######## block 1 ########
$ cat src/rtl/bubble_pool_if.sv
// Bubble pool pixel/control bundle: frame and arrow events in,
// per-slot draw data in, merged pixel plus pop bookkeeping out.
interface bubble_pool_if #(
    parameter int LEVELS = 3,
    parameter int RGB_W  = 8
);
    localparam int N  = (1 << LEVELS) - 1;
    localparam int LW = $clog2(LEVELS) + 1;
    localparam int CW = $clog2(N + 1);

    logic              startOfFrame;
    logic              start;
    logic              arrowHit;
    logic [N-1:0]      drawingRequests;
    logic [N*RGB_W-1:0] RGBouts;
    logic              drawingRequest;
    logic [RGB_W-1:0]  RGBout;
    logic [N-1:0]      alive;
    logic [N-1:0]      spawn;
    logic              arrowConsumed;
    logic [LW-1:0]     popLevel;
    logic              popPulse;
    logic [CW-1:0]     remaining;
    logic              cleared;

    modport master (
        output startOfFrame, start, arrowHit,
        output drawingRequests, RGBouts,
        input  drawingRequest, RGBout, alive, spawn,
        input  arrowConsumed, popLevel, popPulse,
        input  remaining, cleared
    );

    modport slave (
        input  startOfFrame, start, arrowHit,
        input  drawingRequests, RGBouts,
        output drawingRequest, RGBout, alive, spawn,
        output arrowConsumed, popLevel, popPulse,
        output remaining, cleared
    );
endinterface

$ cat src/rtl/bubble_pool.sv
// Binary-tree pool of splitting bubbles: a latched arrow hit pops one
// slot per frame and spawns its two children until the tree is empty.
module bubble_pool #(
    parameter int LEVELS = 3,
    parameter int RGB_W  = 8
) (
    input logic        clk,
    input logic        resetN,
    bubble_pool_if.slave bus
);
    localparam int N  = (1 << LEVELS) - 1;
    localparam int IW = (N > 1) ? $clog2(N) : 1;
    localparam int LW = $clog2(LEVELS) + 1;
    localparam int CW = $clog2(N + 1);

    typedef enum logic [1:0] {IDLE, RUN, COMMIT} state_t;

    state_t          state, state_n;
    logic [N-1:0]    alive_q, alive_n;
    logic [N-1:0]    spawn_q, spawn_n;
    logic            pend_q, pend_n;
    logic [IW-1:0]   idx_q, idx_n;
    logic            cons_q, cons_n;
    logic [LW-1:0]   lvl_q, lvl_n;
    logic            pop_q, pop_n;
    logic            clr_q, clr_n;
    logic [CW-1:0]   rem_q;

    logic [N-1:0]    vis;
    logic [N-1:0]    hitv;
    logic [IW-1:0]   hit_idx;
    logic [N-1:0]    sel;
    logic [N-1:0]    kids;
    logic [LW-1:0]   pend_lvl;
    logic [RGB_W-1:0] rgb;

    function automatic logic [LW-1:0] level_of(input logic [IW-1:0] i);
        logic [LW-1:0] l;
        l = '0;
        for (int k = 1; k < LEVELS; k++)
            if (int'(i) + 1 >= (1 << k)) l = LW'(k);
        return l;
    endfunction

    function automatic logic [CW-1:0] popcnt(input logic [N-1:0] v);
        logic [CW-1:0] c;
        c = '0;
        for (int k = 0; k < N; k++) c = c + CW'(v[k]);
        return c;
    endfunction

    assign vis  = bus.drawingRequests & alive_q;
    assign hitv = bus.arrowHit ? vis : '0;

    // Downward scan so the lowest visible index wins
    always_comb begin
        hit_idx = '0;
        rgb     = '1;
        for (int i = N - 1; i >= 0; i--) begin
            if (hitv[i]) hit_idx = IW'(i);
            if (vis[i])  rgb = bus.RGBouts[i*RGB_W +: RGB_W];
        end
    end

    assign pend_lvl = level_of(idx_q);

    always_comb begin
        sel  = '0;
        kids = '0;
        for (int j = 0; j < N; j++) begin
            sel[j] = (j == int'(idx_q));
            if (pend_lvl < LW'(LEVELS - 1))
                kids[j] = (j == 2*int'(idx_q) + 1) ||
                          (j == 2*int'(idx_q) + 2);
        end
    end

    always_comb begin
        state_n = state;
        alive_n = alive_q;
        pend_n  = pend_q;
        idx_n   = idx_q;
        spawn_n = '0;
        cons_n  = 1'b0;
        lvl_n   = lvl_q;
        pop_n   = 1'b0;
        clr_n   = 1'b0;
        unique case (state)
            IDLE: begin
                if (bus.start) begin
                    alive_n = N'(1);
                    spawn_n = N'(1);
                    state_n = RUN;
                end
            end
            RUN: begin
                // A pending hit blocks new latches, including the SOF cycle
                if (bus.startOfFrame && pend_q) begin
                    state_n = COMMIT;
                end else if (!pend_q && |hitv) begin
                    pend_n = 1'b1;
                    idx_n  = hit_idx;
                    cons_n = 1'b1;
                end
            end
            COMMIT: begin
                alive_n = (alive_q & ~sel) | kids;
                spawn_n = kids;
                lvl_n   = pend_lvl;
                pop_n   = 1'b1;
                pend_n  = 1'b0;
                if (alive_n == '0) begin
                    clr_n   = 1'b1;
                    state_n = IDLE;
                end else begin
                    state_n = RUN;
                end
            end
            default: state_n = IDLE;
        endcase
    end

    always_ff @(posedge clk or negedge resetN) begin
        if (!resetN) begin
            state   <= IDLE;
            alive_q <= '0;
            spawn_q <= '0;
            pend_q  <= 1'b0;
            idx_q   <= '0;
            cons_q  <= 1'b0;
            lvl_q   <= '0;
            pop_q   <= 1'b0;
            clr_q   <= 1'b0;
            rem_q   <= '0;
        end else begin
            state   <= state_n;
            alive_q <= alive_n;
            spawn_q <= spawn_n;
            pend_q  <= pend_n;
            idx_q   <= idx_n;
            cons_q  <= cons_n;
            lvl_q   <= lvl_n;
            pop_q   <= pop_n;
            clr_q   <= clr_n;
            rem_q   <= popcnt(alive_q);
        end
    end

    assign bus.drawingRequest = |vis;
    assign bus.RGBout         = rgb;
    assign bus.alive          = alive_q;
    assign bus.spawn          = spawn_q;
    assign bus.arrowConsumed  = cons_q;
    assign bus.popLevel       = lvl_q;
    assign bus.popPulse       = pop_q;
    assign bus.remaining      = rem_q;
    assign bus.cleared        = clr_q;
endmodule

$ cat src/flat_wrapper.sv
// flat-port wrapper written by rule: the top's interface ports become plain ports
module bubble_pool_flat 
#(
    parameter int LEVELS = 3,
    parameter int RGB_W  = 8
)
  (clk, resetN, bus_startOfFrame, bus_start, bus_arrowHit, bus_drawingRequests, bus_RGBouts, bus_drawingRequest, bus_RGBout, bus_alive, bus_spawn, bus_arrowConsumed, bus_popLevel, bus_popPulse, bus_remaining, bus_cleared);
  bubble_pool_if #(.LEVELS(LEVELS), .RGB_W(RGB_W)) bus_i ();
  input logic clk;
  input logic resetN;
  input wire logic [$bits(bus_i.startOfFrame)-1:0] bus_startOfFrame;
  input wire logic [$bits(bus_i.start)-1:0] bus_start;
  input wire logic [$bits(bus_i.arrowHit)-1:0] bus_arrowHit;
  input wire logic [$bits(bus_i.drawingRequests)-1:0] bus_drawingRequests;
  input wire logic [$bits(bus_i.RGBouts)-1:0] bus_RGBouts;
  output wire logic [$bits(bus_i.drawingRequest)-1:0] bus_drawingRequest;
  output wire logic [$bits(bus_i.RGBout)-1:0] bus_RGBout;
  output wire logic [$bits(bus_i.alive)-1:0] bus_alive;
  output wire logic [$bits(bus_i.spawn)-1:0] bus_spawn;
  output wire logic [$bits(bus_i.arrowConsumed)-1:0] bus_arrowConsumed;
  output wire logic [$bits(bus_i.popLevel)-1:0] bus_popLevel;
  output wire logic [$bits(bus_i.popPulse)-1:0] bus_popPulse;
  output wire logic [$bits(bus_i.remaining)-1:0] bus_remaining;
  output wire logic [$bits(bus_i.cleared)-1:0] bus_cleared;
  assign bus_i.startOfFrame = bus_startOfFrame;
  assign bus_i.start = bus_start;
  assign bus_i.arrowHit = bus_arrowHit;
  assign bus_i.drawingRequests = bus_drawingRequests;
  assign bus_i.RGBouts = bus_RGBouts;
  assign bus_drawingRequest = bus_i.drawingRequest;
  assign bus_RGBout = bus_i.RGBout;
  assign bus_alive = bus_i.alive;
  assign bus_spawn = bus_i.spawn;
  assign bus_arrowConsumed = bus_i.arrowConsumed;
  assign bus_popLevel = bus_i.popLevel;
  assign bus_popPulse = bus_i.popPulse;
  assign bus_remaining = bus_i.remaining;
  assign bus_cleared = bus_i.cleared;
  bubble_pool #(.LEVELS(LEVELS), .RGB_W(RGB_W)) u_core (.clk(clk), .resetN(resetN), .bus(bus_i));
endmodule
$ cat config.mk
export PLATFORM = sky130hd
export DESIGN_NAME = bubble_pool_flat
export DESIGN_NICKNAME = d
export VERILOG_FILES = /design/src/rtl/bubble_pool_if.sv /design/src/rtl/bubble_pool.sv /design/src/flat_wrapper.sv
export SDC_FILE = /design/constraint.sdc
export NUM_CORES = 1
export LEC_CHECK = 0
export CAP_MARGIN = 25
export CORE_MARGIN = 1.5
export CORE_UTILIZATION = 35
export DETAILED_ROUTE_END_ITERATION = 10
export PLACE_DENSITY = 0.73
export SLEW_MARGIN = 10
export SYNTH_ARGS = -nofsm -noshare
export SYNTH_HDL_FRONTEND = slang
export SYNTH_SLANG_ARGS = --single-unit
$ cat constraint.sdc
create_clock -name clk -period 5.7 [get_ports clk]
set_input_delay 1.71 -clock clk [delete_from_list [all_inputs] [get_ports clk]]
set_output_delay 1.71 -clock clk [all_outputs]
set_load 0.01 [all_outputs]
==> flow_summary.yaml <==
# flow metrics
yosys:
  edf_count: 0
  yosysWarnings: 0
  synthTopCellsByCount: "31 x a21oi_1, 28 x dfrtp_1, 27 x nand2_1"
final_timing:
  tightest_slew_ns: 0.603
  skew_ns: 0.00522
  drv_slew: 0
clock_tree:
  cts_resized: 0
  htree_levels: 1
  post-cts-setup-buffer-count: 0
final_layout:
  n_antenna_cell: 0
  layout_top_cells: "98 x clkdlybuf4s50_1, 31 x a21oi_1, 28 x dfrtp_1, 27 x nand2_1, 17 x nor2_1"
  fin_area_mm2: 0.00303
  layout.cells.most_common: "clkdlybuf4s50_1"
power:
  p_clk_frac: 0.157
  p_seq_uw: 303
  powerDensity_mw_per_mm2: 329
  finalPower_uw: 996
routing:
  wl_per_cell_um: 15.7
  met3_length_um: 257
worst_setup_path:
  r2r_slack_ns: 3.00
  crit_path_end_kind: "output pin"
global_route:
  first_global_vias: 1857
  grtUsageMet3: 0.0226
  grtUsageTotal: 0.207
placement:
  dpl_worst_slack_ns: 0.257
  hpwl_um: 4710
run_status:
  status: "complete, no violations"
-- layout make-up --
| class | count | area share |
|---|---|---|
| clock buffer | 3 | 0.0136 |
| sequential | 28 | 0.232 |
| timing repair buffer | 101 | 0.332 |
| tap | 70 | 0.0289 |
| multi-input combinational | 169 | 0.368 |
| clock inverter | 1 | 0.00992 |
| inverter | 13 | 0.0161 |
-- worst max-delay path, cell delays in order --
cell             delay, ns
clkdlybuf4s50_1       0.46
nand2_2               0.09
nand3_1               0.26
o221ai_1              0.29
nand3_1               0.10
a221o_1               0.33
clkdlybuf4s50_1       0.48
==> block_1/placement_by_type.png <==
Drawn at 6 px/um.
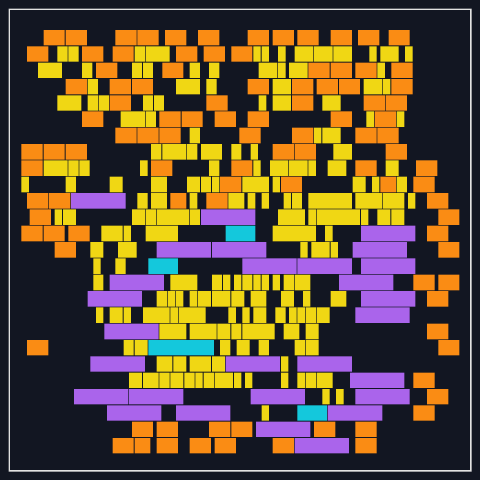
legend:
  purple:
    class: sequential cells
    cells: 28
  yellow:
    class: combinational and other logic
    cells: 182
  cyan:
    class: clock drivers and dummy loads
    cells: 4
  orange:
    class: remaining buffers and delay cells
    cells: 101

==> block_1/placement.png <==
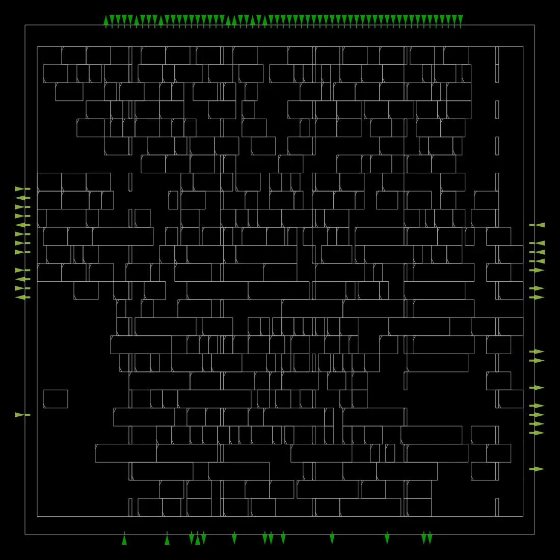
Seq/total area: 0.232
Filler cells: 445
# Taps: 70
core box area: 0.00517 mm2
Core Rows: 26


######## block 2 ########
### src/rtl/fifo_uart_tx.sv
// rtl/fifo_uart_tx.sv - UART transmitter draining a byte FIFO (start, 8 data LSB first, stop).
// Optional even-parity bit compiled in with FIFO_UART_TX_PARITY_EN.
module fifo_uart_tx #(
    parameter int CLKS_PER_BIT = 16,
    parameter int STOP_BITS    = 1
) (
    input  logic       clk,
    input  logic       reset,
    input  logic       enable,
    input  logic       fifo_empty,
    input  logic [7:0] fifo_data,
    output logic       fifo_rd_en,
    output logic       tx,
    output logic       busy,
    output logic       tx_done
);

    localparam int BW = (CLKS_PER_BIT > 1) ? $clog2(CLKS_PER_BIT) : 1;
    localparam logic [BW-1:0] BAUD_LAST = BW'(CLKS_PER_BIT - 1);
    localparam logic [BW-1:0] BAUD_PRE  = BW'(CLKS_PER_BIT - 2);
    localparam logic          STOP_LAST = 1'(STOP_BITS - 1);

    typedef enum logic [2:0] {
        IDLE,
        POP,
        LOAD,
        START,
        DATA,
`ifdef FIFO_UART_TX_PARITY_EN
        PARITY,
`endif
        STOP
    } state_t;

    state_t        state_q, state_d;
    logic [BW-1:0] baud_q, baud_d;
    logic [2:0]    bit_q, bit_d;
    logic          stop_q, stop_d;
    logic [7:0]    shift_q, shift_d;
    logic          tx_q, tx_d;
    logic          rd_en_q, rd_en_d;
    logic          tx_done_q, tx_done_d;
`ifdef FIFO_UART_TX_PARITY_EN
    logic          parity_q, parity_d;
`endif

    logic baud_last;
    assign baud_last = (baud_q == BAUD_LAST);

    always_comb begin
        state_d   = state_q;
        baud_d    = baud_q;
        bit_d     = bit_q;
        stop_d    = stop_q;
        shift_d   = shift_q;
        tx_d      = tx_q;
        rd_en_d   = 1'b0;
        tx_done_d = 1'b0;
`ifdef FIFO_UART_TX_PARITY_EN
        parity_d  = parity_q;
`endif
        case (state_q)
            IDLE: begin
                tx_d   = 1'b1;
                baud_d = '0;
                bit_d  = '0;
                stop_d = 1'b0;
                if (enable && !fifo_empty) begin
                    state_d = POP;
                    rd_en_d = 1'b1;
                end
            end
            POP: begin
                state_d = LOAD;
            end
            // FIFO read data is registered, so it is only valid here, one cycle after the pop.
            LOAD: begin
                shift_d  = fifo_data;
`ifdef FIFO_UART_TX_PARITY_EN
                parity_d = ^fifo_data;
`endif
                tx_d     = 1'b0;
                baud_d   = '0;
                state_d  = START;
            end
            START: begin
                if (baud_last) begin
                    baud_d  = '0;
                    bit_d   = '0;
                    tx_d    = shift_q[0];
                    shift_d = {1'b0, shift_q[7:1]};
                    state_d = DATA;
                end else begin
                    baud_d = baud_q + BW'(1);
                end
            end
            DATA: begin
                if (baud_last) begin
                    baud_d = '0;
                    if (bit_q == 3'd7) begin
`ifdef FIFO_UART_TX_PARITY_EN
                        tx_d    = parity_q;
                        state_d = PARITY;
`else
                        tx_d    = 1'b1;
                        stop_d  = 1'b0;
                        state_d = STOP;
`endif
                    end else begin
                        bit_d   = bit_q + 3'd1;
                        tx_d    = shift_q[0];
                        shift_d = {1'b0, shift_q[7:1]};
                    end
                end else begin
                    baud_d = baud_q + BW'(1);
                end
            end
`ifdef FIFO_UART_TX_PARITY_EN
            PARITY: begin
                if (baud_last) begin
                    baud_d  = '0;
                    tx_d    = 1'b1;
                    stop_d  = 1'b0;
                    state_d = STOP;
                end else begin
                    baud_d = baud_q + BW'(1);
                end
            end
`endif
            STOP: begin
                tx_d = 1'b1;
                // Registered pulse: raise it one cycle ahead so it lands on the final stop cycle.
                tx_done_d = (baud_q == BAUD_PRE) && (stop_q == STOP_LAST);
                if (baud_last) begin
                    baud_d = '0;
                    if (stop_q == STOP_LAST) begin
                        state_d = IDLE;
                    end else begin
                        stop_d = 1'b1;
                    end
                end else begin
                    baud_d = baud_q + BW'(1);
                end
            end
            default: begin
                state_d = IDLE;
                tx_d    = 1'b1;
            end
        endcase
    end

    always_ff @(posedge clk) begin
        if (!reset) begin
            state_q   <= IDLE;
            baud_q    <= '0;
            bit_q     <= '0;
            stop_q    <= 1'b0;
            shift_q   <= '0;
            tx_q      <= 1'b1;
            rd_en_q   <= 1'b0;
            tx_done_q <= 1'b0;
`ifdef FIFO_UART_TX_PARITY_EN
            parity_q  <= 1'b0;
`endif
        end else begin
            state_q   <= state_d;
            baud_q    <= baud_d;
            bit_q     <= bit_d;
            stop_q    <= stop_d;
            shift_q   <= shift_d;
            tx_q      <= tx_d;
            rd_en_q   <= rd_en_d;
            tx_done_q <= tx_done_d;
`ifdef FIFO_UART_TX_PARITY_EN
            parity_q  <= parity_d;
`endif
        end
    end

    assign fifo_rd_en = rd_en_q;
    assign tx         = tx_q;
    assign tx_done    = tx_done_q;
    assign busy       = (state_q != IDLE);

endmodule
### config.mk
export PLATFORM = sky130hd
export DESIGN_NAME = fifo_uart_tx
export DESIGN_NICKNAME = d
export VERILOG_FILES = /design/src/rtl/fifo_uart_tx.sv
export SDC_FILE = /design/constraint.sdc
export NUM_CORES = 1
export LEC_CHECK = 0
export ABC_AREA = 0
export CAP_MARGIN = 20
export CORE_MARGIN = 2
export CORE_UTILIZATION = 40
export DETAILED_ROUTE_END_ITERATION = 12
export PLACE_DENSITY_LB_ADDON = 0.1
export SLEW_MARGIN = 25
export SYNTH_ARGS = -nofsm -noshare
export SYNTH_HDL_FRONTEND = slang
export SYNTH_SLANG_ARGS = --single-unit
### constraint.sdc
create_clock -name clk -period 4.52 [get_ports clk]
set_clock_uncertainty 0.2 [all_clocks]
set_input_delay 0.904 -clock clk [delete_from_list [all_inputs] [get_ports clk]]
set_output_delay 0.904 -clock clk [all_outputs]
set_load 0.01 [all_outputs]
==> block_2/placement_by_type.png <==
Drawn at 8 px/um.
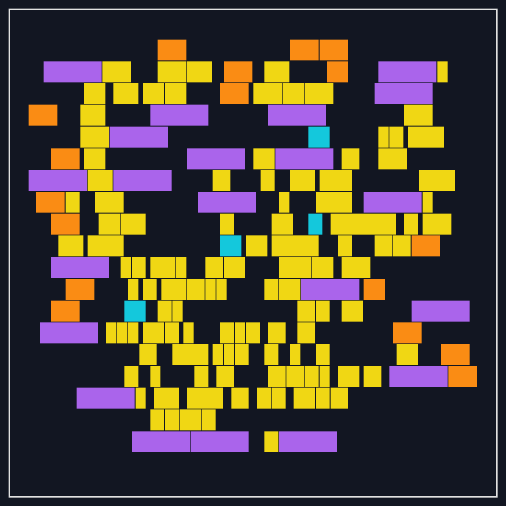
legend:
  purple:
    class: sequential cells
    cells: 21
  orange:
    class: remaining buffers and delay cells
    cells: 17
  cyan:
    class: clock drivers and dummy loads
    cells: 4
  yellow:
    class: combinational and other logic
    cells: 113
Final Util: 0.475
core box area: 0.00305 mm2
Seq/total area: 0.290
Design Area, Final: 0.00145 mm2
Core Rows: 20

==> flow_summary.yaml <==
# flow metrics
routing:
  wirelength_um: 2630
  highest_layer: "met4"
final_layout:
  layout_top_cells: "21 x dfxtp_1, 15 x clkdlybuf4s50_1, 10 x nand2_1, 9 x o21ai_0, 9 x mux2i_1"
  nClkBuffers: 3
  comb_share: 0.529
final_timing:
  tightest_slew_ns: 0.838
  period_needed_ns: 3.07
  setup_slack_ns: 1.45
clock_tree:
  cts_root_buffer: "clkbuf_4"
  htree_levels: 1
  post-cts-setup-buffer-count: 0
  cts_resized: 0
yosys:
  yosys.stat.chipArea_mm2: 0.00129
  yosys_cells: 147
  syn_area_mm2: 0.00129
  xor_share: 0.00680
  yosys.stat.seqShare: 0.326
  top_cell: "dfxtp_1"
worst_setup_path:
  path_delay_family: "flip-flops"
  crit_chain: "or3_1 -> clkdlybuf4s50_1"
global_route:
  grt_max_degree: 25
  grt_first_pass_wirelength_um: 4710
placement:
  port-buffer-count: 15
power:
  ir_worst_vdd_mv: 0.169
  comb_power_share: 0.153
run_status:
  status: "complete, no violations"
floorplan:
  dieArea_mm2: 0.00369
[worst paths after layout]
kind | start | end | slack, ns | depth (start not counted)
hold / removal | bit_q[2]$_SDFFE_PN0P_ | bit_q[2]$_SDFFE_PN0P_ | 0.28 | 2
setup reg to reg | state_q[1]$_SDFFE_PN0P_ | shift_q[2]$_SDFFE_PN0P_ | 2.33 | 4
hold reg to reg | bit_q[2]$_SDFFE_PN0P_ | bit_q[2]$_SDFFE_PN0P_ | 0.28 | 2
setup / recovery | state_q[1]$_SDFFE_PN0P_ | busy | 1.45 | 2

######## block 3 ########
`config.mk`:
```
export PLATFORM = sky130hd
export DESIGN_NAME = prog_loader
export DESIGN_NICKNAME = d
export VERILOG_FILES = /design/src/rtl/prog_loader.sv
export SDC_FILE = /design/constraint.sdc
export NUM_CORES = 1
export LEC_CHECK = 0
export ABC_AREA = 1
export CAP_MARGIN = 25
export CORE_MARGIN = 2
export CORE_UTILIZATION = 49
export DETAILED_ROUTE_END_ITERATION = 12
export PLACE_DENSITY = 0.76
export SYNTH_ARGS = -nofsm -noshare
export SYNTH_HDL_FRONTEND = slang
export SYNTH_SLANG_ARGS = --single-unit
```
`constraint.sdc`:
```
create_clock -name clk -period 1.4 [get_ports clk]
set_input_delay 0.28 -clock clk [delete_from_list [all_inputs] [get_ports clk]]
set_output_delay 0.28 -clock clk [all_outputs]
set_load 0.01 [all_outputs]
```
`src/rtl/prog_loader.sv`:
```
// Boot-time program loader: streams header, instruction bytes and checksum
// into instruction memory, holding the CPU until a verified load completes.
module prog_loader #(
    parameter int ADDR_W = 5,
    parameter int DATA_W = 8
) (
    input  logic              clk,
    input  logic              rst_n,
    input  logic              load_req,
    input  logic              in_valid,
    input  logic [7:0]        in_data,
    output logic              in_ready,
    output logic              imem_we,
    output logic [ADDR_W-1:0] imem_addr,
    output logic [DATA_W-1:0] imem_wdata,
    output logic              cpu_hold,
    output logic              done,
    output logic              err,
    output logic [ADDR_W:0]   words_loaded
);

    typedef enum logic [2:0] {
        S_IDLE,
        S_HDR,
        S_DATA,
        S_CSUM,
        S_DONE,
        S_ERR
    } state_t;

    localparam logic [8:0]      MAX_N = 9'(1 << ADDR_W);
    localparam logic [ADDR_W:0] ONE   = (ADDR_W+1)'(1);

    state_t          state;
    state_t          state_n;
    logic [ADDR_W:0] cnt;
    logic [ADDR_W:0] idx;
    logic [7:0]      sum;
    logic            xfer;
    logic            hdr_bad;
    logic            last;

    assign in_ready = (state == S_HDR) || (state == S_DATA) ||
                      (state == S_CSUM);
    assign xfer     = in_valid & in_ready;
    assign hdr_bad  = (in_data == 8'd0) || ({1'b0, in_data} > MAX_N);
    assign last     = (idx == cnt - ONE);

    always_ff @(posedge clk or negedge rst_n) begin
        if (!rst_n) state <= S_IDLE;
        else        state <= state_n;
    end

    always_comb begin
        state_n = state;
        unique case (state)
            S_IDLE: if (load_req) state_n = S_HDR;
            S_HDR: begin
                if (xfer) state_n = hdr_bad ? S_ERR : S_DATA;
            end
            S_DATA: if (xfer && last) state_n = S_CSUM;
            S_CSUM: begin
                if (xfer) state_n = (in_data == sum) ? S_DONE : S_ERR;
            end
            S_DONE: if (load_req) state_n = S_HDR;
            S_ERR:  if (load_req) state_n = S_HDR;
            default: state_n = S_IDLE;
        endcase
    end

    // Status flags are registered copies of the next state.
    always_ff @(posedge clk or negedge rst_n) begin
        if (!rst_n) begin
            cpu_hold <= 1'b1;
            done     <= 1'b0;
            err      <= 1'b0;
        end else begin
            cpu_hold <= (state_n != S_DONE);
            done     <= (state_n == S_DONE);
            err      <= (state_n == S_ERR);
        end
    end

    always_ff @(posedge clk or negedge rst_n) begin
        if (!rst_n) begin
            cnt          <= '0;
            idx          <= '0;
            sum          <= '0;
            words_loaded <= '0;
            imem_we      <= 1'b0;
            imem_addr    <= '0;
            imem_wdata   <= '0;
        end else begin
            imem_we <= 1'b0;
            if (state == S_HDR && xfer && !hdr_bad) begin
                cnt          <= in_data[ADDR_W:0];
                idx          <= '0;
                sum          <= '0;
                words_loaded <= '0;
            end
            if (state == S_DATA && xfer) begin
                imem_we      <= 1'b1;
                imem_addr    <= idx[ADDR_W-1:0];
                imem_wdata   <= in_data;
                sum          <= sum + in_data;
                idx          <= idx + ONE;
                words_loaded <= words_loaded + ONE;
            end
        end
    end

endmodule
```
==> block_3/placement_by_type.png <==
Drawn at 6 px/um.
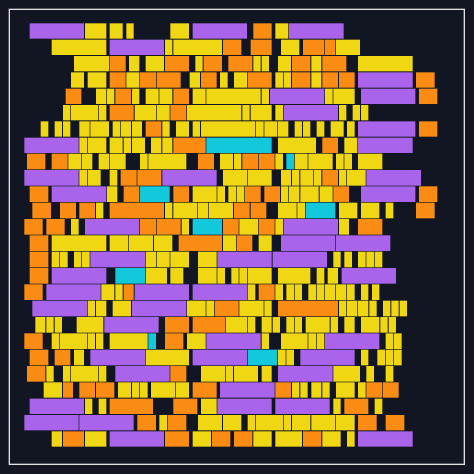
legend:
  orange:
    class: remaining buffers and delay cells
    cells: 96
  cyan:
    class: clock drivers and dummy loads
    cells: 8
  yellow:
    class: combinational and other logic
    cells: 264
  purple:
    class: sequential cells
    cells: 46

==> flow_summary.yaml <==
# flow metrics
run_status:
  status: "complete, but fails checks"
  violations: "negative setup slack"
final_timing:
  min_period_over_period: 1.18
  setup_slack_ns: -0.251
  setup_viol: 37
yosys:
  synthTopCellsByCount: "101 x nand2_1, 45 x dfrtp_1, 35 x inv_1"
  syn-num-nets: 339
  edf_count: 0
  synth-async-reset-ratio: 1.00
  ys_dominant_reg_cell: "dfrtp_1"
  numSynthFlops: 46
  xor_share: 0.0209
final_layout:
  comb_share: 0.394
  nNetsFinal: 436
  layout.cells.most_common: "nand2_1"
worst_setup_path:
  startpoint: "cnt[0]$_DFFE_PN0P_"
  worst-path-buf-inv: 1
  crit_path_max_fanout: 3
  worstPathArrival_ns: 1.85
  r2r-end: "done$_DFF_PN0_"
placement:
  gp_congestion: 0.968
floorplan:
  num_rows: 26
global_route:
  grt-busiest-layer: "met2"
  antenna_found_initial: 0
  first_global_vias: 2458
job:
  drv_cap: 0
power:
  p_clk_frac: 0.131
  p_leak_uw: 0.00204
clock_tree:
  cts_sinks: 46
routing:
  drtIter0Drc: 295
==> block_3/layer_met3.png <==
Drawn at 4 px/um. Cells faint in the background.
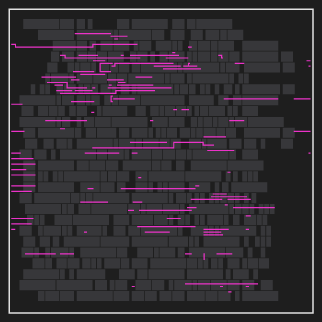
share of all routed wire: 6.5%
main direction: horizontal
wire length on this layer: 559 um
longest straight run: 20.2 um
nets with wire on the layer: 70
final wirelength: 8660 um
grt met3 use: 0.0622
Via Count: 2719

registers in the layout, summed over array words and instances, names as in the netlist:
register	count
done	1
idx	6
cpu_hold	1
sum	8
words_loaded	6
imem_we	1
err	1
imem_wdata	8
imem_addr	5
cnt	6
state	3
what timing repair did:
| action | in CTS | in global routing |
|---|---|---|
| cloned | 1 | 2 |
| hold buffers | 1 | 0 |
| setup endpoints to repair | 59 | 43 |
| resized | 75 | 78 |
| pin swaps | 31 | 24 |
| setup buffers | 10 | 7 |
| endpoints found under the hold margin | 16 | 0 |

######## block 4 ########
==> block_4/layer_met3.png <==
Drawn at 2 px/um. Cells faint in the background.
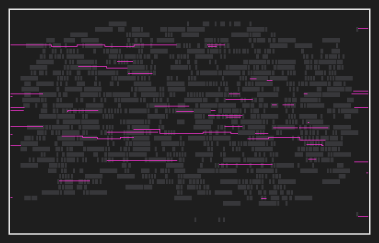
==> block_4/flops_by_reg.png <==
Drawn at 3 px/um. Other sequential cells in the stronger grey, the rest of the logic in the fainter grey.
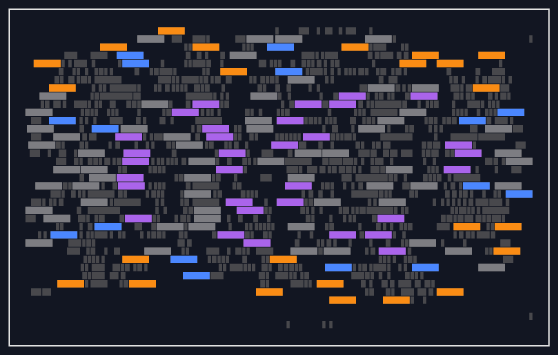
--- src/rtl/mem_array.sv ---
// rtl/mem_array.sv - per-channel temporal memory: captures first spike tick of each gamma cycle, replays it next cycle
// Optional feature macro MEM_PERSIST_EN: channels without a new capture keep replaying their previous time.
module mem_array #(
  parameter int N_CH              = 8,
  parameter int GAMMA_CYCLE_WIDTH = 16,
  parameter int PULSE_WIDTH       = 4,
  parameter int DELAY             = 0
) (
  input  logic            aclk,
  input  logic            rst,
  input  logic            grst,
  input  logic [N_CH-1:0] in,
  output logic [N_CH-1:0] out,
  output logic [N_CH-1:0] ovf
);

  localparam int TW = (GAMMA_CYCLE_WIDTH > 1) ? $clog2(GAMMA_CYCLE_WIDTH) : 1;
  localparam int CW = $clog2(PULSE_WIDTH + 1);
  localparam logic [TW-1:0] TICK_MAX = TW'(GAMMA_CYCLE_WIDTH - 1);

  typedef enum logic [1:0] {S_IDLE, S_WAIT, S_PULSE, S_DONE} state_e;

  logic [TW-1:0]            tick_q, tick_d;
  logic [N_CH-1:0]          in_q, in_d;
  logic [N_CH-1:0]          rise;
  logic [N_CH-1:0]          cap_valid_q, cap_valid_d;
  logic [N_CH-1:0][TW-1:0]  cap_time_q, cap_time_d;
  logic [N_CH-1:0]          play_valid_q, play_valid_d;
  logic [N_CH-1:0][TW-1:0]  play_time_q, play_time_d;
  logic [N_CH-1:0][CW-1:0]  cnt_q, cnt_d;
  logic [N_CH-1:0]          out_q, out_d;
  logic [N_CH-1:0]          ovf_q, ovf_d;
  state_e                   state_q [N_CH];
  state_e                   state_d [N_CH];

  always_comb begin
    logic [31:0] tgt;
    tgt          = '0;
    tick_d       = grst ? '0 : ((tick_q == TICK_MAX) ? tick_q : tick_q + 1'b1);
    in_d         = in;
    rise         = in & ~in_q;
    cap_valid_d  = cap_valid_q;
    cap_time_d   = cap_time_q;
    play_valid_d = play_valid_q;
    play_time_d  = play_time_q;
    cnt_d        = cnt_q;
    ovf_d        = ovf_q;
    state_d      = state_q;
    out_d        = '0;
    for (int i = 0; i < N_CH; i++) begin
      if (grst) begin
`ifdef MEM_PERSIST_EN
        if (cap_valid_q[i]) begin
          play_valid_d[i] = 1'b1;
          play_time_d[i]  = cap_time_q[i];
        end
`else
        play_valid_d[i] = cap_valid_q[i];
        play_time_d[i]  = cap_time_q[i];
`endif
        // a spike on the grst edge opens the new cycle's capture at time 0
        cap_valid_d[i] = rise[i];
        cap_time_d[i]  = '0;
        cnt_d[i]       = CW'(PULSE_WIDTH - 1);
        tgt            = 32'(play_time_d[i]) + 32'(DELAY);
        if (!play_valid_d[i]) begin
          state_d[i] = S_IDLE;
        end else if (tgt > 32'(GAMMA_CYCLE_WIDTH - 1)) begin
          state_d[i] = S_DONE;
          ovf_d[i]   = 1'b1;
        end else if (tgt == '0) begin
          state_d[i] = S_PULSE;
        end else begin
          state_d[i] = S_WAIT;
        end
      end else begin
        if (rise[i] && !cap_valid_q[i]) begin
          cap_valid_d[i] = 1'b1;
          cap_time_d[i]  = tick_d;
        end
        tgt = 32'(play_time_q[i]) + 32'(DELAY);
        case (state_q[i])
          S_WAIT: begin
            if (32'(tick_d) == tgt) begin
              state_d[i] = S_PULSE;
              cnt_d[i]   = CW'(PULSE_WIDTH - 1);
            end
          end
          S_PULSE: begin
            if (cnt_q[i] == '0) state_d[i] = S_DONE;
            else                cnt_d[i]   = cnt_q[i] - 1'b1;
          end
          default: ;
        endcase
      end
      out_d[i] = (state_d[i] == S_PULSE);
    end
  end

  always_ff @(posedge aclk or posedge rst) begin
    if (rst) begin
      tick_q       <= '0;
      in_q         <= '0;
      cap_valid_q  <= '0;
      cap_time_q   <= '0;
      play_valid_q <= '0;
      play_time_q  <= '0;
      cnt_q        <= '0;
      out_q        <= '0;
      ovf_q        <= '0;
      for (int i = 0; i < N_CH; i++) state_q[i] <= S_IDLE;
    end else begin
      tick_q       <= tick_d;
      in_q         <= in_d;
      cap_valid_q  <= cap_valid_d;
      cap_time_q   <= cap_time_d;
      play_valid_q <= play_valid_d;
      play_time_q  <= play_time_d;
      cnt_q        <= cnt_d;
      out_q        <= out_d;
      ovf_q        <= ovf_d;
      for (int i = 0; i < N_CH; i++) state_q[i] <= state_d[i];
    end
  end

  assign out = out_q;
  assign ovf = ovf_q;

endmodule
--- config.mk ---
export PLATFORM = sky130hd
export DESIGN_NAME = mem_array
export DESIGN_NICKNAME = d
export VERILOG_FILES = /design/src/rtl/mem_array.sv
export SDC_FILE = /design/constraint.sdc
export NUM_CORES = 1
export LEC_CHECK = 0
export ABC_AREA = 1
export CAP_MARGIN = 20
export CORE_ASPECT_RATIO = 0.6
export CORE_MARGIN = 5
export CORE_UTILIZATION = 41
export CTS_BUF_LIST = sky130_fd_sc_hd__clkbuf_16
export DETAILED_ROUTE_END_ITERATION = 16
export GPL_ROUTABILITY_DRIVEN = 0
export SLEW_MARGIN = 20
export SYNTH_ARGS = -nofsm -noshare
export SYNTH_HDL_FRONTEND = slang
export SYNTH_SLANG_ARGS = --single-unit
--- constraint.sdc ---
create_clock -name aclk -period 5.1 [get_ports aclk]
set_input_delay 1.02 -clock aclk [delete_from_list [all_inputs] [get_ports aclk]]
set_output_delay 1.02 -clock aclk [all_outputs]
set_load 0.01 [all_outputs]
==> flow_summary.yaml <==
# flow metrics
run_status:
  status: "complete, no violations"
routing:
  vias: 5447
floorplan:
  die-height_um: 112
worst_setup_path:
  cp_data_required_time_ns: 5.45
  crit_chain: "buf_4 -> buf_4 -> nor2_4 -> nand2_4 -> nand2_1 -> nand2_1 -> nand2_1 -> nor2_1 -> nand2_1 -> nand2_1 -> nand2_1 -> nand2_2 -> nand4_1 -> nand2_1"
  r2r_cells: 13
  critPathKind: "in2reg"
  critPathMaxStageDelay_ns: 0.69
power:
  p_switching_uw: 1280
  p_comb_uw: 1130
  ir_worst_vdd_mv: 0.233
placement:
  port-buffer-count: 18
final_layout:
  area_growth_syn_to_layout_pct: 13.8
  layout.cells.most_common: "nand2_1"
yosys:
  yosys.stat.chipArea_mm2: 0.00706
  ys_dominant_reg_cell: "dfrtp_1"
global_route:
  grtUsageTotal: 0.151
clock_tree:
  cts_sinks: 132
## Picture notes: block_4/layer_met3.png
wire length on this layer: 627 um
main direction: horizontal
share of all routed wire: 4.3%
longest straight run: 35.0 um

## Picture notes: block_4/flops_by_reg.png
legend:
  orange:
    name_in_the_netlist: cnt_q
    flops: 24
    where: spread over the die
  purple:
    name_in_the_netlist: play_time_q
    flops: 32
  blue:
    name_in_the_netlist: state_q
    flops: 16
    where: spread over the die
Seq/total area: 0.411
sequential power: 1350 uW

[kinds of logic (layout without fill, tap and decap cells)]
logic type | Yosys count | count (layout)
AOI/OAI and AO/OA | 138 | 138
buffers and inverters | 158 | 183
other | 1 | 8
DFF | 132 | 132
and+or+nand+nor | 429 | 429
adders and majority gates | 36 | 36
xor gates and xnor gates | 5 | 5
[final cells by class]
type,instances,share of cell area
sequential,132,0.411
multi-input combinational,616,0.389
inverter,128,0.0604
clock buffer,17,0.0529
tap,234,0.0364
timing repair buffer,23,0.0268
clock inverter,15,0.0234

######## block 5 ########
`config.mk`:
```
export PLATFORM = sky130hd
export DESIGN_NAME = dmem_arbiter
export DESIGN_NICKNAME = d
export VERILOG_FILES = /design/src/rtl/dmem_arbiter.sv
export SDC_FILE = /design/constraint.sdc
export NUM_CORES = 1
export LEC_CHECK = 0
export ABC_AREA = 1
export CAP_MARGIN = 20
export CORE_MARGIN = 2
export CORE_UTILIZATION = 35
export DETAILED_ROUTE_END_ITERATION = 12
export GPL_TIMING_DRIVEN = 0
export PLACE_DENSITY = 0.71
export SETUP_SLACK_MARGIN = 0.1
export SLEW_MARGIN = 20
export SYNTH_ARGS = -nofsm -noshare
export SYNTH_HDL_FRONTEND = slang
export SYNTH_SLANG_ARGS = --single-unit
export TNS_END_PERCENT = 20
```
`constraint.sdc`:
```
create_clock -name i_clk -period 2.9 [get_ports i_clk]
set_input_delay 0.435 -clock i_clk [delete_from_list [all_inputs] [get_ports i_clk]]
set_output_delay 0.435 -clock i_clk [all_outputs]
set_load 0.05 [all_outputs]
```
`src/rtl/dmem_arbiter.sv`:
```
// Two-requester round-robin front end for the data memory: one transaction at a time,
// sub-word stores as read-modify-write, sub-word load extraction, misalignment rejection.
module dmem_arbiter #(
   parameter int AW = 32,
   parameter int DW = 32
) (
   input  logic            i_clk,
   input  logic            i_rst_n,
   input  logic [1:0]      i_req_valid,
   output logic [1:0]      o_req_ready,
   input  logic [1:0]      i_req_we,
   input  logic [3:0]      i_req_size,
   input  logic [2*AW-1:0] i_req_addr,
   input  logic [2*DW-1:0] i_req_wdata,
   output logic [1:0]      o_rsp_valid,
   output logic [DW-1:0]   o_rsp_rdata,
   output logic            o_rsp_err,
   output logic            o_busy,
   output logic [AW-1:0]   o_mem_addr,
   output logic [DW-1:0]   o_mem_wdata,
   output logic            o_mem_wen,
   output logic            o_mem_ren,
   input  logic [DW-1:0]   i_mem_rdata
);

   localparam logic [1:0] SZ_BYTE = 2'b00;
   localparam logic [1:0] SZ_HALF = 2'b01;
   localparam logic [1:0] SZ_WORD = 2'b10;

   typedef enum logic [2:0] {
      S_IDLE, S_RD, S_RD_WAIT, S_WR, S_RMW_RD, S_RMW_WAIT, S_RMW_WR, S_ERR
   } state_t;

   state_t          state, state_nxt;
   logic            last_grant;
   logic            grant_id;
   logic            accept;
   logic            sel_we;
   logic [1:0]      sel_size;
   logic [AW-1:0]   sel_addr;
   logic [DW-1:0]   sel_wdata;
   logic            misaligned;

   logic            cur_id;
   logic            cur_we;
   logic [1:0]      cur_size;
   logic [AW-1:0]   cur_addr;
   logic [DW-1:0]   cur_wdata;
   logic [DW-1:0]   merged;

   logic [1:0]      rsp_valid;
   logic [DW-1:0]   rsp_rdata;
   logic            rsp_err;

   function automatic logic [DW-1:0] extract(input logic [DW-1:0] word, input logic [1:0] size,
                                             input logic [1:0] off);
      logic [DW-1:0] sh;
      logic [DW-1:0] res;
      res = word;
      sh  = '0;
      case (size)
         SZ_BYTE: begin
            sh  = word >> {off, 3'b000};
            res = {{(DW-8){1'b0}}, sh[7:0]};
         end
         SZ_HALF: begin
            sh  = word >> {off[1], 4'b0000};
            res = {{(DW-16){1'b0}}, sh[15:0]};
         end
         default: res = word;
      endcase
      return res;
   endfunction

   function automatic logic [DW-1:0] merge(input logic [DW-1:0] word, input logic [DW-1:0] wd,
                                           input logic [1:0] size, input logic [1:0] off);
      logic [DW-1:0] mask;
      logic [DW-1:0] data;
      case (size)
         SZ_BYTE: begin
            mask = {{(DW-8){1'b0}}, 8'hFF} << {off, 3'b000};
            data = {{(DW-8){1'b0}}, wd[7:0]} << {off, 3'b000};
         end
         SZ_HALF: begin
            mask = {{(DW-16){1'b0}}, 16'hFFFF} << {off[1], 4'b0000};
            data = {{(DW-16){1'b0}}, wd[15:0]} << {off[1], 4'b0000};
         end
         default: begin
            mask = '1;
            data = wd;
         end
      endcase
      return (word & ~mask) | (data & mask);
   endfunction

   // Round-robin: on contention the requester that did not win last time goes first.
   always_comb begin
      grant_id = 1'b0;
      if (i_req_valid == 2'b11) grant_id = ~last_grant;
      else if (i_req_valid[1])  grant_id = 1'b1;
   end

   assign accept      = i_rst_n && (state == S_IDLE) && (i_req_valid != 2'b00);
   assign o_req_ready = accept ? (grant_id ? 2'b10 : 2'b01) : 2'b00;

   assign sel_we    = i_req_we[grant_id];
   assign sel_size  = grant_id ? i_req_size[3:2]           : i_req_size[1:0];
   assign sel_addr  = grant_id ? i_req_addr[2*AW-1:AW]     : i_req_addr[AW-1:0];
   assign sel_wdata = grant_id ? i_req_wdata[2*DW-1:DW]    : i_req_wdata[DW-1:0];

   assign misaligned = (sel_size == 2'b11)
                    || ((sel_size == SZ_HALF) && sel_addr[0])
                    || ((sel_size == SZ_WORD) && (sel_addr[1:0] != 2'b00));

   // NOTE: every signal driven here gets its default first, so no path can infer a latch.
   always_comb begin
      state_nxt = state;
      case (state)
         S_IDLE: begin
            if (accept) begin
               if (misaligned)              state_nxt = S_ERR;
               else if (!sel_we)            state_nxt = S_RD;
               else if (sel_size == SZ_WORD) state_nxt = S_WR;
               else                         state_nxt = S_RMW_RD;
            end
         end
         S_RD:       state_nxt = S_RD_WAIT;
         S_RD_WAIT:  state_nxt = S_IDLE;
         S_WR:       state_nxt = S_IDLE;
         S_RMW_RD:   state_nxt = S_RMW_WAIT;
         S_RMW_WAIT: state_nxt = S_RMW_WR;
         S_RMW_WR:   state_nxt = S_IDLE;
         S_ERR:      state_nxt = S_IDLE;
         default:    state_nxt = S_IDLE;
      endcase
   end

   // NOTE: sequential state uses non-blocking assignments so every register samples pre-edge values.
   always_ff @(posedge i_clk) begin
      if (!i_rst_n) begin
         state      <= S_IDLE;
         last_grant <= 1'b1;
      end else begin
         state <= state_nxt;
         if (accept) last_grant <= grant_id;
      end
   end

   // NOTE: payload registers carry no reset; they are only consumed in states entered after a load.
   always_ff @(posedge i_clk) begin
      if (accept) begin
         cur_id    <= grant_id;
         cur_we    <= sel_we;
         cur_size  <= sel_size;
         cur_addr  <= sel_addr;
         cur_wdata <= sel_wdata;
      end
      if (state == S_RMW_WAIT) merged <= merge(i_mem_rdata, cur_wdata, cur_size, cur_addr[1:0]);
   end

   // Response pulse is registered on the edge leaving a terminal state; reset drops it.
   always_ff @(posedge i_clk) begin
      if (!i_rst_n) begin
         rsp_valid <= 2'b00;
         rsp_rdata <= '0;
         rsp_err   <= 1'b0;
      end else begin
         rsp_valid <= 2'b00;
         rsp_rdata <= '0;
         rsp_err   <= 1'b0;
         case (state)
            S_RD_WAIT: begin
               rsp_valid <= cur_id ? 2'b10 : 2'b01;
               rsp_rdata <= cur_we ? '0 : extract(i_mem_rdata, cur_size, cur_addr[1:0]);
            end
            S_WR, S_RMW_WR: rsp_valid <= cur_id ? 2'b10 : 2'b01;
            S_ERR: begin
               rsp_valid <= cur_id ? 2'b10 : 2'b01;
               rsp_err   <= 1'b1;
            end
            default: ;
         endcase
      end
   end

   assign o_rsp_valid = rsp_valid;
   assign o_rsp_rdata = rsp_rdata;
   assign o_rsp_err   = rsp_err;
   assign o_busy      = (state != S_IDLE);

   assign o_mem_ren   = (state == S_RD) || (state == S_RMW_RD);
   assign o_mem_wen   = (state == S_WR) || (state == S_RMW_WR);
   assign o_mem_addr  = (o_mem_ren || o_mem_wen) ? {cur_addr[AW-1:2], 2'b00} : '0;
   assign o_mem_wdata = (state == S_WR)     ? cur_wdata :
                        (state == S_RMW_WR) ? merged    : '0;

endmodule

```
==> block_5/sizes.png <==
Drawn at 2 px/um.
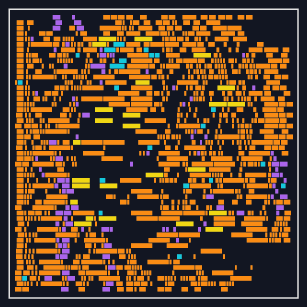
legend:
  yellow:
    size: _6 and larger
    cells: 25
    most_used: clkbuf_16
  orange:
    size: _0 and _1 cells
    cells: 990
    most_used: nand2_1
  purple:
    size: _2 cells
    cells: 96
    most_used: clkdlybuf4s15_2
  cyan:
    size: _3 and _4 cells
    cells: 21
    most_used: buf_4

==> block_5/layer_met3.png <==
Drawn at 2 px/um. Cells faint in the background.
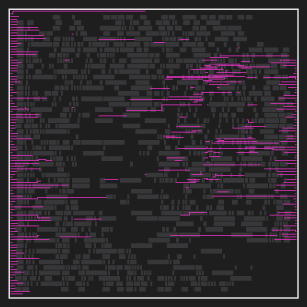
nets with wire on the layer: 239
longest straight run: 66.2 um

==> block_5/placement_by_type.png <==
Drawn at 3 px/um.
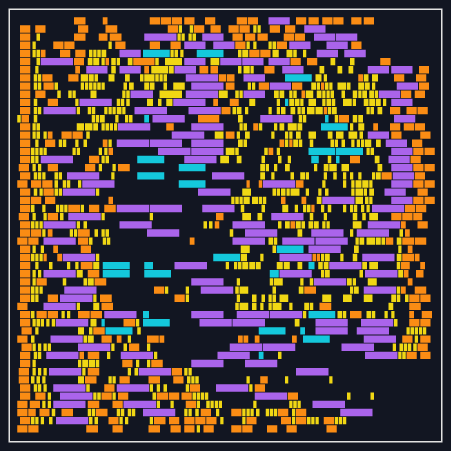
legend:
  cyan:
    class: clock drivers and dummy loads
    cells: 32
  yellow:
    class: combinational and other logic
    cells: 644
  purple:
    class: sequential cells
    cells: 139
  orange:
    class: remaining buffers and delay cells
    cells: 317

[path summary, 6_finish.rpt]
path                            slack (ns)             startpoint                         to
worst min-delay path                  0.44       cur_id$_DFFE_PP_  o_rsp_valid[0]$_SDFF_PN0_
worst max register to register        0.79  cur_addr[1]$_DFFE_PP_       merged[15]$_DFFE_PN_
worst max-delay path                  0.13  state[2]$_SDFFE_PN0P_            o_mem_wdata[27]
worst min register to register        0.44       cur_id$_DFFE_PP_  o_rsp_valid[0]$_SDFF_PN0_
==> flow_summary.yaml <==
# flow metrics
run_status:
  status: "complete, no violations"
clock_tree:
  cts_buffers: 17
  ctsHoldBuffers: 0
yosys:
  yosys.stat.chipArea_mm2: 0.00683
  synthTopCellsByCount: "331 x nand2_1, 100 x edfxtp_1, 100 x inv_1"
  yosys.area_share.aoi: 0.109
  yosys.stat.seqShare: 0.554
global_route:
  grtUsageMet3: 0.0613
  grt-busiest-layer: "met2"
worst_setup_path:
  crit_path_end_kind: "output pin"
floorplan:
  die-height_um: 144
  fp_util: 0.353
final_layout:
  fin_area_mm2: 0.0105
  nClkBuffers: 22
  inverters_excl_clock: 105
power:
  ir_worst_vdd_mv: 0.450
  finalPower_uw: 8720
placement:
  port-buffer-count: 270
  placed_area_mm2: 0.00992
  gp_congestion: 0.885
routing:
  ant_nets: 0

######## block 6 ########
==> block_6/layer_met3.png <==
Drawn at 4 px/um. Cells faint in the background.
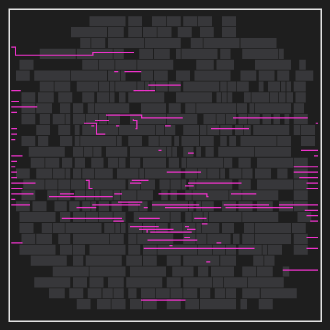
==> block_6/sizes.png <==
Drawn at 4 px/um.
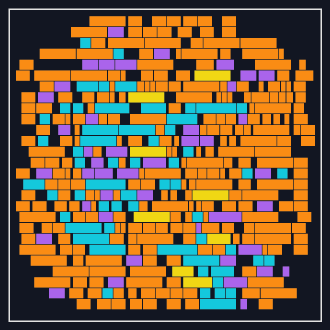
==> block_6/placement.png <==
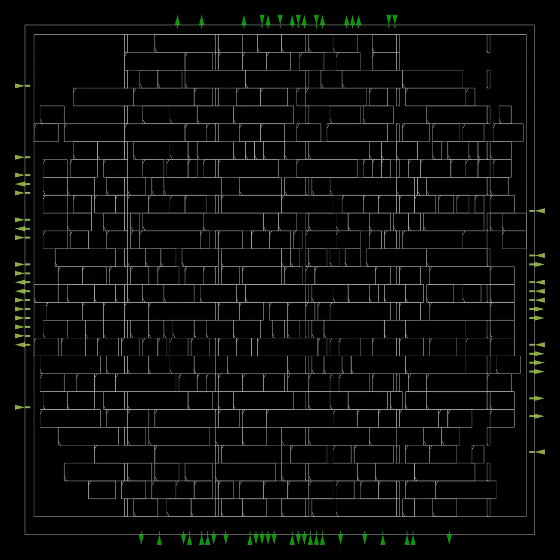
$ cat src/rtl/alarm_seq_ctrl.sv
`default_nettype none
// ============================================================================
// Module   : alarm_seq_ctrl
// Brief    : Alarm clock sequencer (idle / ringing / snoozing) with BCD snooze
//            target arithmetic and registered display mux.
// Revision : 1.0
// ============================================================================
module alarm_seq_ctrl #(
    parameter int SNOOZE_MIN   = 5,
    parameter int MAX_SNOOZE   = 3,
    parameter int RING_TIMEOUT = 10
) (
    input  logic        clk,
    input  logic        rst_n,
    input  logic        one_minute,
    input  logic [15:0] current_time,
    input  logic [15:0] alarm_time,
    input  logic        alarm_enable,
    input  logic        snooze_btn,
    input  logic        stop_btn,
    input  logic        show_alarm,
    output logic [15:0] display,
    output logic        sound_alarm,
    output logic        snooze_active,
    output logic [1:0]  snooze_count,
    output logic [15:0] target_time
);

    typedef enum logic [1:0] {
        S_IDLE     = 2'd0,
        S_RINGING  = 2'd1,
        S_SNOOZING = 2'd2
    } state_t;

    localparam logic [3:0] c_snz_tens     = 4'(SNOOZE_MIN / 10);
    localparam logic [3:0] c_snz_units    = 4'(SNOOZE_MIN % 10);
    localparam logic [1:0] c_max_snooze   = 2'(MAX_SNOOZE);
    localparam logic [3:0] c_ring_timeout = 4'(RING_TIMEOUT);

    state_t      r_state;
    state_t      w_state_nxt;
    logic        r_snooze_prev;
    logic        r_stop_prev;
    logic        r_btn_armed;
    logic [3:0]  r_ring_cnt;
    logic [3:0]  w_ring_nxt;
    logic [3:0]  w_ring_inc;
    logic [1:0]  w_count_nxt;
    logic        w_load_target;
    logic        w_snooze_edge;
    logic        w_stop_edge;
    logic        w_alarm_match;
    logic        w_target_match;

    logic [4:0]  w_u_sum;
    logic        w_u_carry;
    logic [3:0]  w_new_mu;
    logic [4:0]  w_t_sum;
    logic        w_h_carry;
    logic [3:0]  w_new_mt;
    logic        w_hu_wrap;
    logic [3:0]  w_new_hu;
    logic [3:0]  w_new_ht;
    logic [15:0] w_snooze_target;

    // Edges are masked on the first cycle after reset so a held button stays silent.
    assign w_snooze_edge  = snooze_btn & ~r_snooze_prev & r_btn_armed;
    assign w_stop_edge    = stop_btn & ~r_stop_prev & r_btn_armed;
    assign w_alarm_match  = (current_time == alarm_time);
    assign w_target_match = (current_time == target_time);
    assign w_ring_inc     = r_ring_cnt + 4'd1;

    // Digit-wise BCD add; the +6/+10 corrections are the mod-16 forms of -10/-6.
    always_comb begin
        w_u_sum   = {1'b0, current_time[3:0]} + {1'b0, c_snz_units};
        w_u_carry = (w_u_sum >= 5'd10);
        w_new_mu  = w_u_sum[3:0] + (w_u_carry ? 4'd6 : 4'd0);
        w_t_sum   = {1'b0, current_time[7:4]} + {1'b0, c_snz_tens} + {4'd0, w_u_carry};
        w_h_carry = (w_t_sum >= 5'd6);
        w_new_mt  = w_t_sum[3:0] + (w_h_carry ? 4'd10 : 4'd0);
        w_hu_wrap = w_h_carry && (current_time[11:8] == 4'd9);
        w_new_hu  = w_hu_wrap ? 4'd0 : (current_time[11:8] + {3'd0, w_h_carry});
        w_new_ht  = current_time[15:12] + {3'd0, w_hu_wrap};
        if ({w_new_ht, w_new_hu} == 8'h24) begin
            w_snooze_target = {8'h00, w_new_mt, w_new_mu};
        end else begin
            w_snooze_target = {w_new_ht, w_new_hu, w_new_mt, w_new_mu};
        end
    end

    always_comb begin
        w_state_nxt   = r_state;
        w_ring_nxt    = r_ring_cnt;
        w_count_nxt   = snooze_count;
        w_load_target = 1'b0;
        case (r_state)
            S_IDLE: begin
                w_count_nxt = 2'd0;
                if (!w_stop_edge && alarm_enable && one_minute && w_alarm_match) begin
                    w_state_nxt = S_RINGING;
                    w_ring_nxt  = 4'd0;
                end
            end
            S_RINGING: begin
                if (w_stop_edge || !alarm_enable) begin
                    w_state_nxt = S_IDLE;
                    w_count_nxt = 2'd0;
                    w_ring_nxt  = 4'd0;
                end else if (w_snooze_edge && (snooze_count < c_max_snooze)) begin
                    w_state_nxt   = S_SNOOZING;
                    w_count_nxt   = snooze_count + 2'd1;
                    w_load_target = 1'b1;
                end else if (one_minute) begin
                    w_ring_nxt = w_ring_inc;
                    if (w_ring_inc == c_ring_timeout) begin
                        w_state_nxt = S_IDLE;
                        w_count_nxt = 2'd0;
                        w_ring_nxt  = 4'd0;
                    end
                end
            end
            S_SNOOZING: begin
                if (w_stop_edge || !alarm_enable) begin
                    w_state_nxt = S_IDLE;
                    w_count_nxt = 2'd0;
                end else if (one_minute && w_target_match) begin
                    w_state_nxt = S_RINGING;
                    w_ring_nxt  = 4'd0;
                end
            end
            default: begin
                w_state_nxt = S_IDLE;
                w_count_nxt = 2'd0;
                w_ring_nxt  = 4'd0;
            end
        endcase
    end

    always_ff @(posedge clk or negedge rst_n) begin
        if (!rst_n) begin
            r_state       <= S_IDLE;
            r_ring_cnt    <= 4'd0;
            r_snooze_prev <= 1'b0;
            r_stop_prev   <= 1'b0;
            r_btn_armed   <= 1'b0;
            snooze_count  <= 2'd0;
            sound_alarm   <= 1'b0;
            snooze_active <= 1'b0;
            target_time   <= 16'h0000;
            display       <= 16'h0000;
        end else begin
            r_state       <= w_state_nxt;
            r_ring_cnt    <= w_ring_nxt;
            r_snooze_prev <= snooze_btn;
            r_stop_prev   <= stop_btn;
            r_btn_armed   <= 1'b1;
            snooze_count  <= w_count_nxt;
            sound_alarm   <= (w_state_nxt == S_RINGING);
            snooze_active <= (w_state_nxt == S_SNOOZING);
            if (w_load_target) begin
                target_time <= w_snooze_target;
            end else if (w_state_nxt != S_SNOOZING) begin
                target_time <= alarm_time;
            end
            display <= show_alarm ? target_time : current_time;
        end
    end

endmodule
`default_nettype wire

$ cat config.mk
export PLATFORM = sky130hd
export DESIGN_NAME = alarm_seq_ctrl
export DESIGN_NICKNAME = d
export VERILOG_FILES = /design/src/rtl/alarm_seq_ctrl.sv
export SDC_FILE = /design/constraint.sdc
export NUM_CORES = 1
export LEC_CHECK = 0
export CORE_MARGIN = 1
export CORE_UTILIZATION = 49
export CTS_BUF_LIST = sky130_fd_sc_hd__clkbuf_16
export CTS_CLUSTER_SIZE = 28
export DETAILED_ROUTE_END_ITERATION = 12
export MAX_ROUTING_LAYER = met4
export PLACE_DENSITY = 0.84
export SKIP_LAST_GASP = 1
export SYNTH_ARGS = -nofsm -noshare
export SYNTH_HDL_FRONTEND = slang
export SYNTH_SLANG_ARGS = --single-unit
$ cat constraint.sdc
create_clock -name clk -period 2.6 [get_ports clk]
set_input_delay 0.52 -clock clk [delete_from_list [all_inputs] [get_ports clk]]
set_output_delay 0.52 -clock clk [all_outputs]
set_load 0.02 [all_outputs]
==> flow_summary.yaml <==
# flow metrics
clock_tree:
  cts_tree: "done"
power:
  pg_clk_uw: 585
  powerDensity_mw_per_mm2: 443
  finalPower_uw: 1890
routing:
  avgViaCountPerCell: 5.76
  route.detailed.drc: 0
  highest_layer: "met4"
final_timing:
  setup_slack_ns: -0.956
  setup_viol: 11
  period_needed_ns: 3.56
run_status:
  violations: "negative setup slack"
  status: "complete, but fails checks"
final_layout:
  drive_gt1_frac: 0.294
  layout.cells.most_common: "clkdlybuf4s50_1"
floorplan:
  num_tap_cells: 72
  io_pins: 75
yosys:
  yosys_cells: 263
worst_setup_path:
  critPathKind: "in2reg"
global_route:
  grt-busiest-layer: "met2"
## Picture notes: block_6/layer_met3.png
main direction: horizontal
wire length on this layer: 469 um
longest straight run: 27.4 um
nets with wire on the layer: 69
share of all routed wire: 5.8%
grt met3 use: 0.0471
final wirelength: 8150 um

## Picture notes: block_6/sizes.png
legend:
  purple:
    size: _2 cells
    cells: 43
    most_used: mux2_2
  cyan:
    size: _3 and _4 cells
    cells: 58
    most_used: buf_4
  orange:
    size: _0 and _1 cells
    cells: 262
    most_used: clkdlybuf4s50_1
  yellow:
    size: _6 and larger
    cells: 8
    most_used: clkbuf_16

## Picture notes: block_6/placement.png
Filler cells: 345
non-filler instance count after layout: 443

[final timing paths]
kind	end	slack (ns)	cells after the start
worst max register to register	target_time[13]$_DFFE_PN0P_	0.52	7
worst min register to register	snooze_count[1]$_DFFE_PN0P_	0.55	1
worst min-delay path	display[0]$_DFF_PN0_	0.18	1
worst max-delay path	target_time[13]$_DFFE_PN0P_	-0.96	16
min in group clk	display[0]$_DFF_PN0_	0.53	2
max in group asynchronous	target_time[9]$_DFFE_PN0P_	1.87	2
[timing repair]
action	CTS	global route
resized	27	25
hold endpoints to repair	0	0
setup buffers	5	1
endpoints found under the setup margin	13	14
pin swaps	16	22
cloned	0	0


==> screenshots <==
Sizing map.
picture 1
Drawn at 4 px/um.
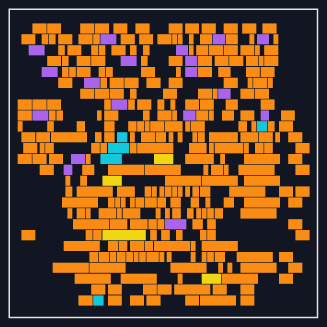
picture 2
Drawn at 3 px/um.
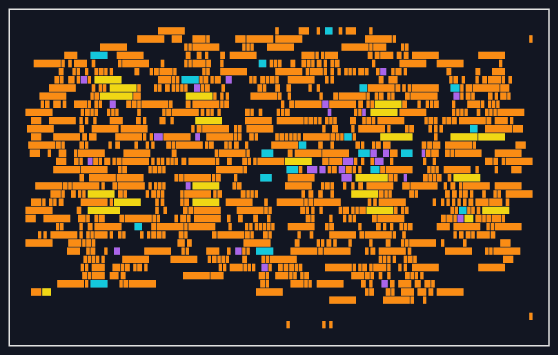
picture 3
Drawn at 4 px/um.
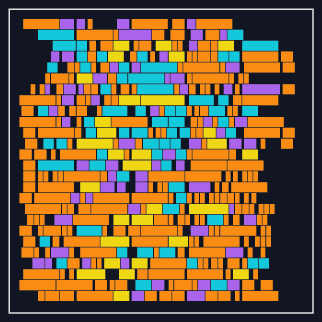
picture 4
Drawn at 6 px/um.
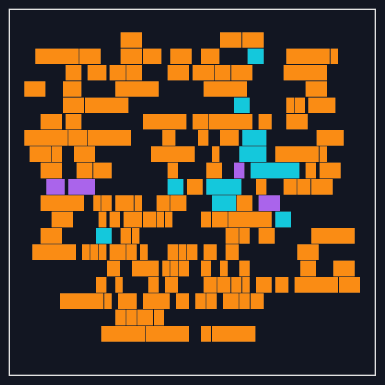
Picture 2 is block 4.
Picture 4 is block 2.
Picture 1 is block 1.
Picture 3 is block 3.
Of these, largest die: picture 2
Of these, smallest die: picture 4

Key to picture 1:
legend:
  orange:
    size: _0 and _1 cells
    cells: 288
    most_used: clkdlybuf4s50_1
  purple:
    size: _2 cells
    cells: 18
  cyan:
    size: _3 and _4 cells
    cells: 5
    most_used: buf_4
  yellow:
    size: _6 and larger
    cells: 4
    most_used: clkbuf_8

Power is estimated from default activity; no workload was simulated.
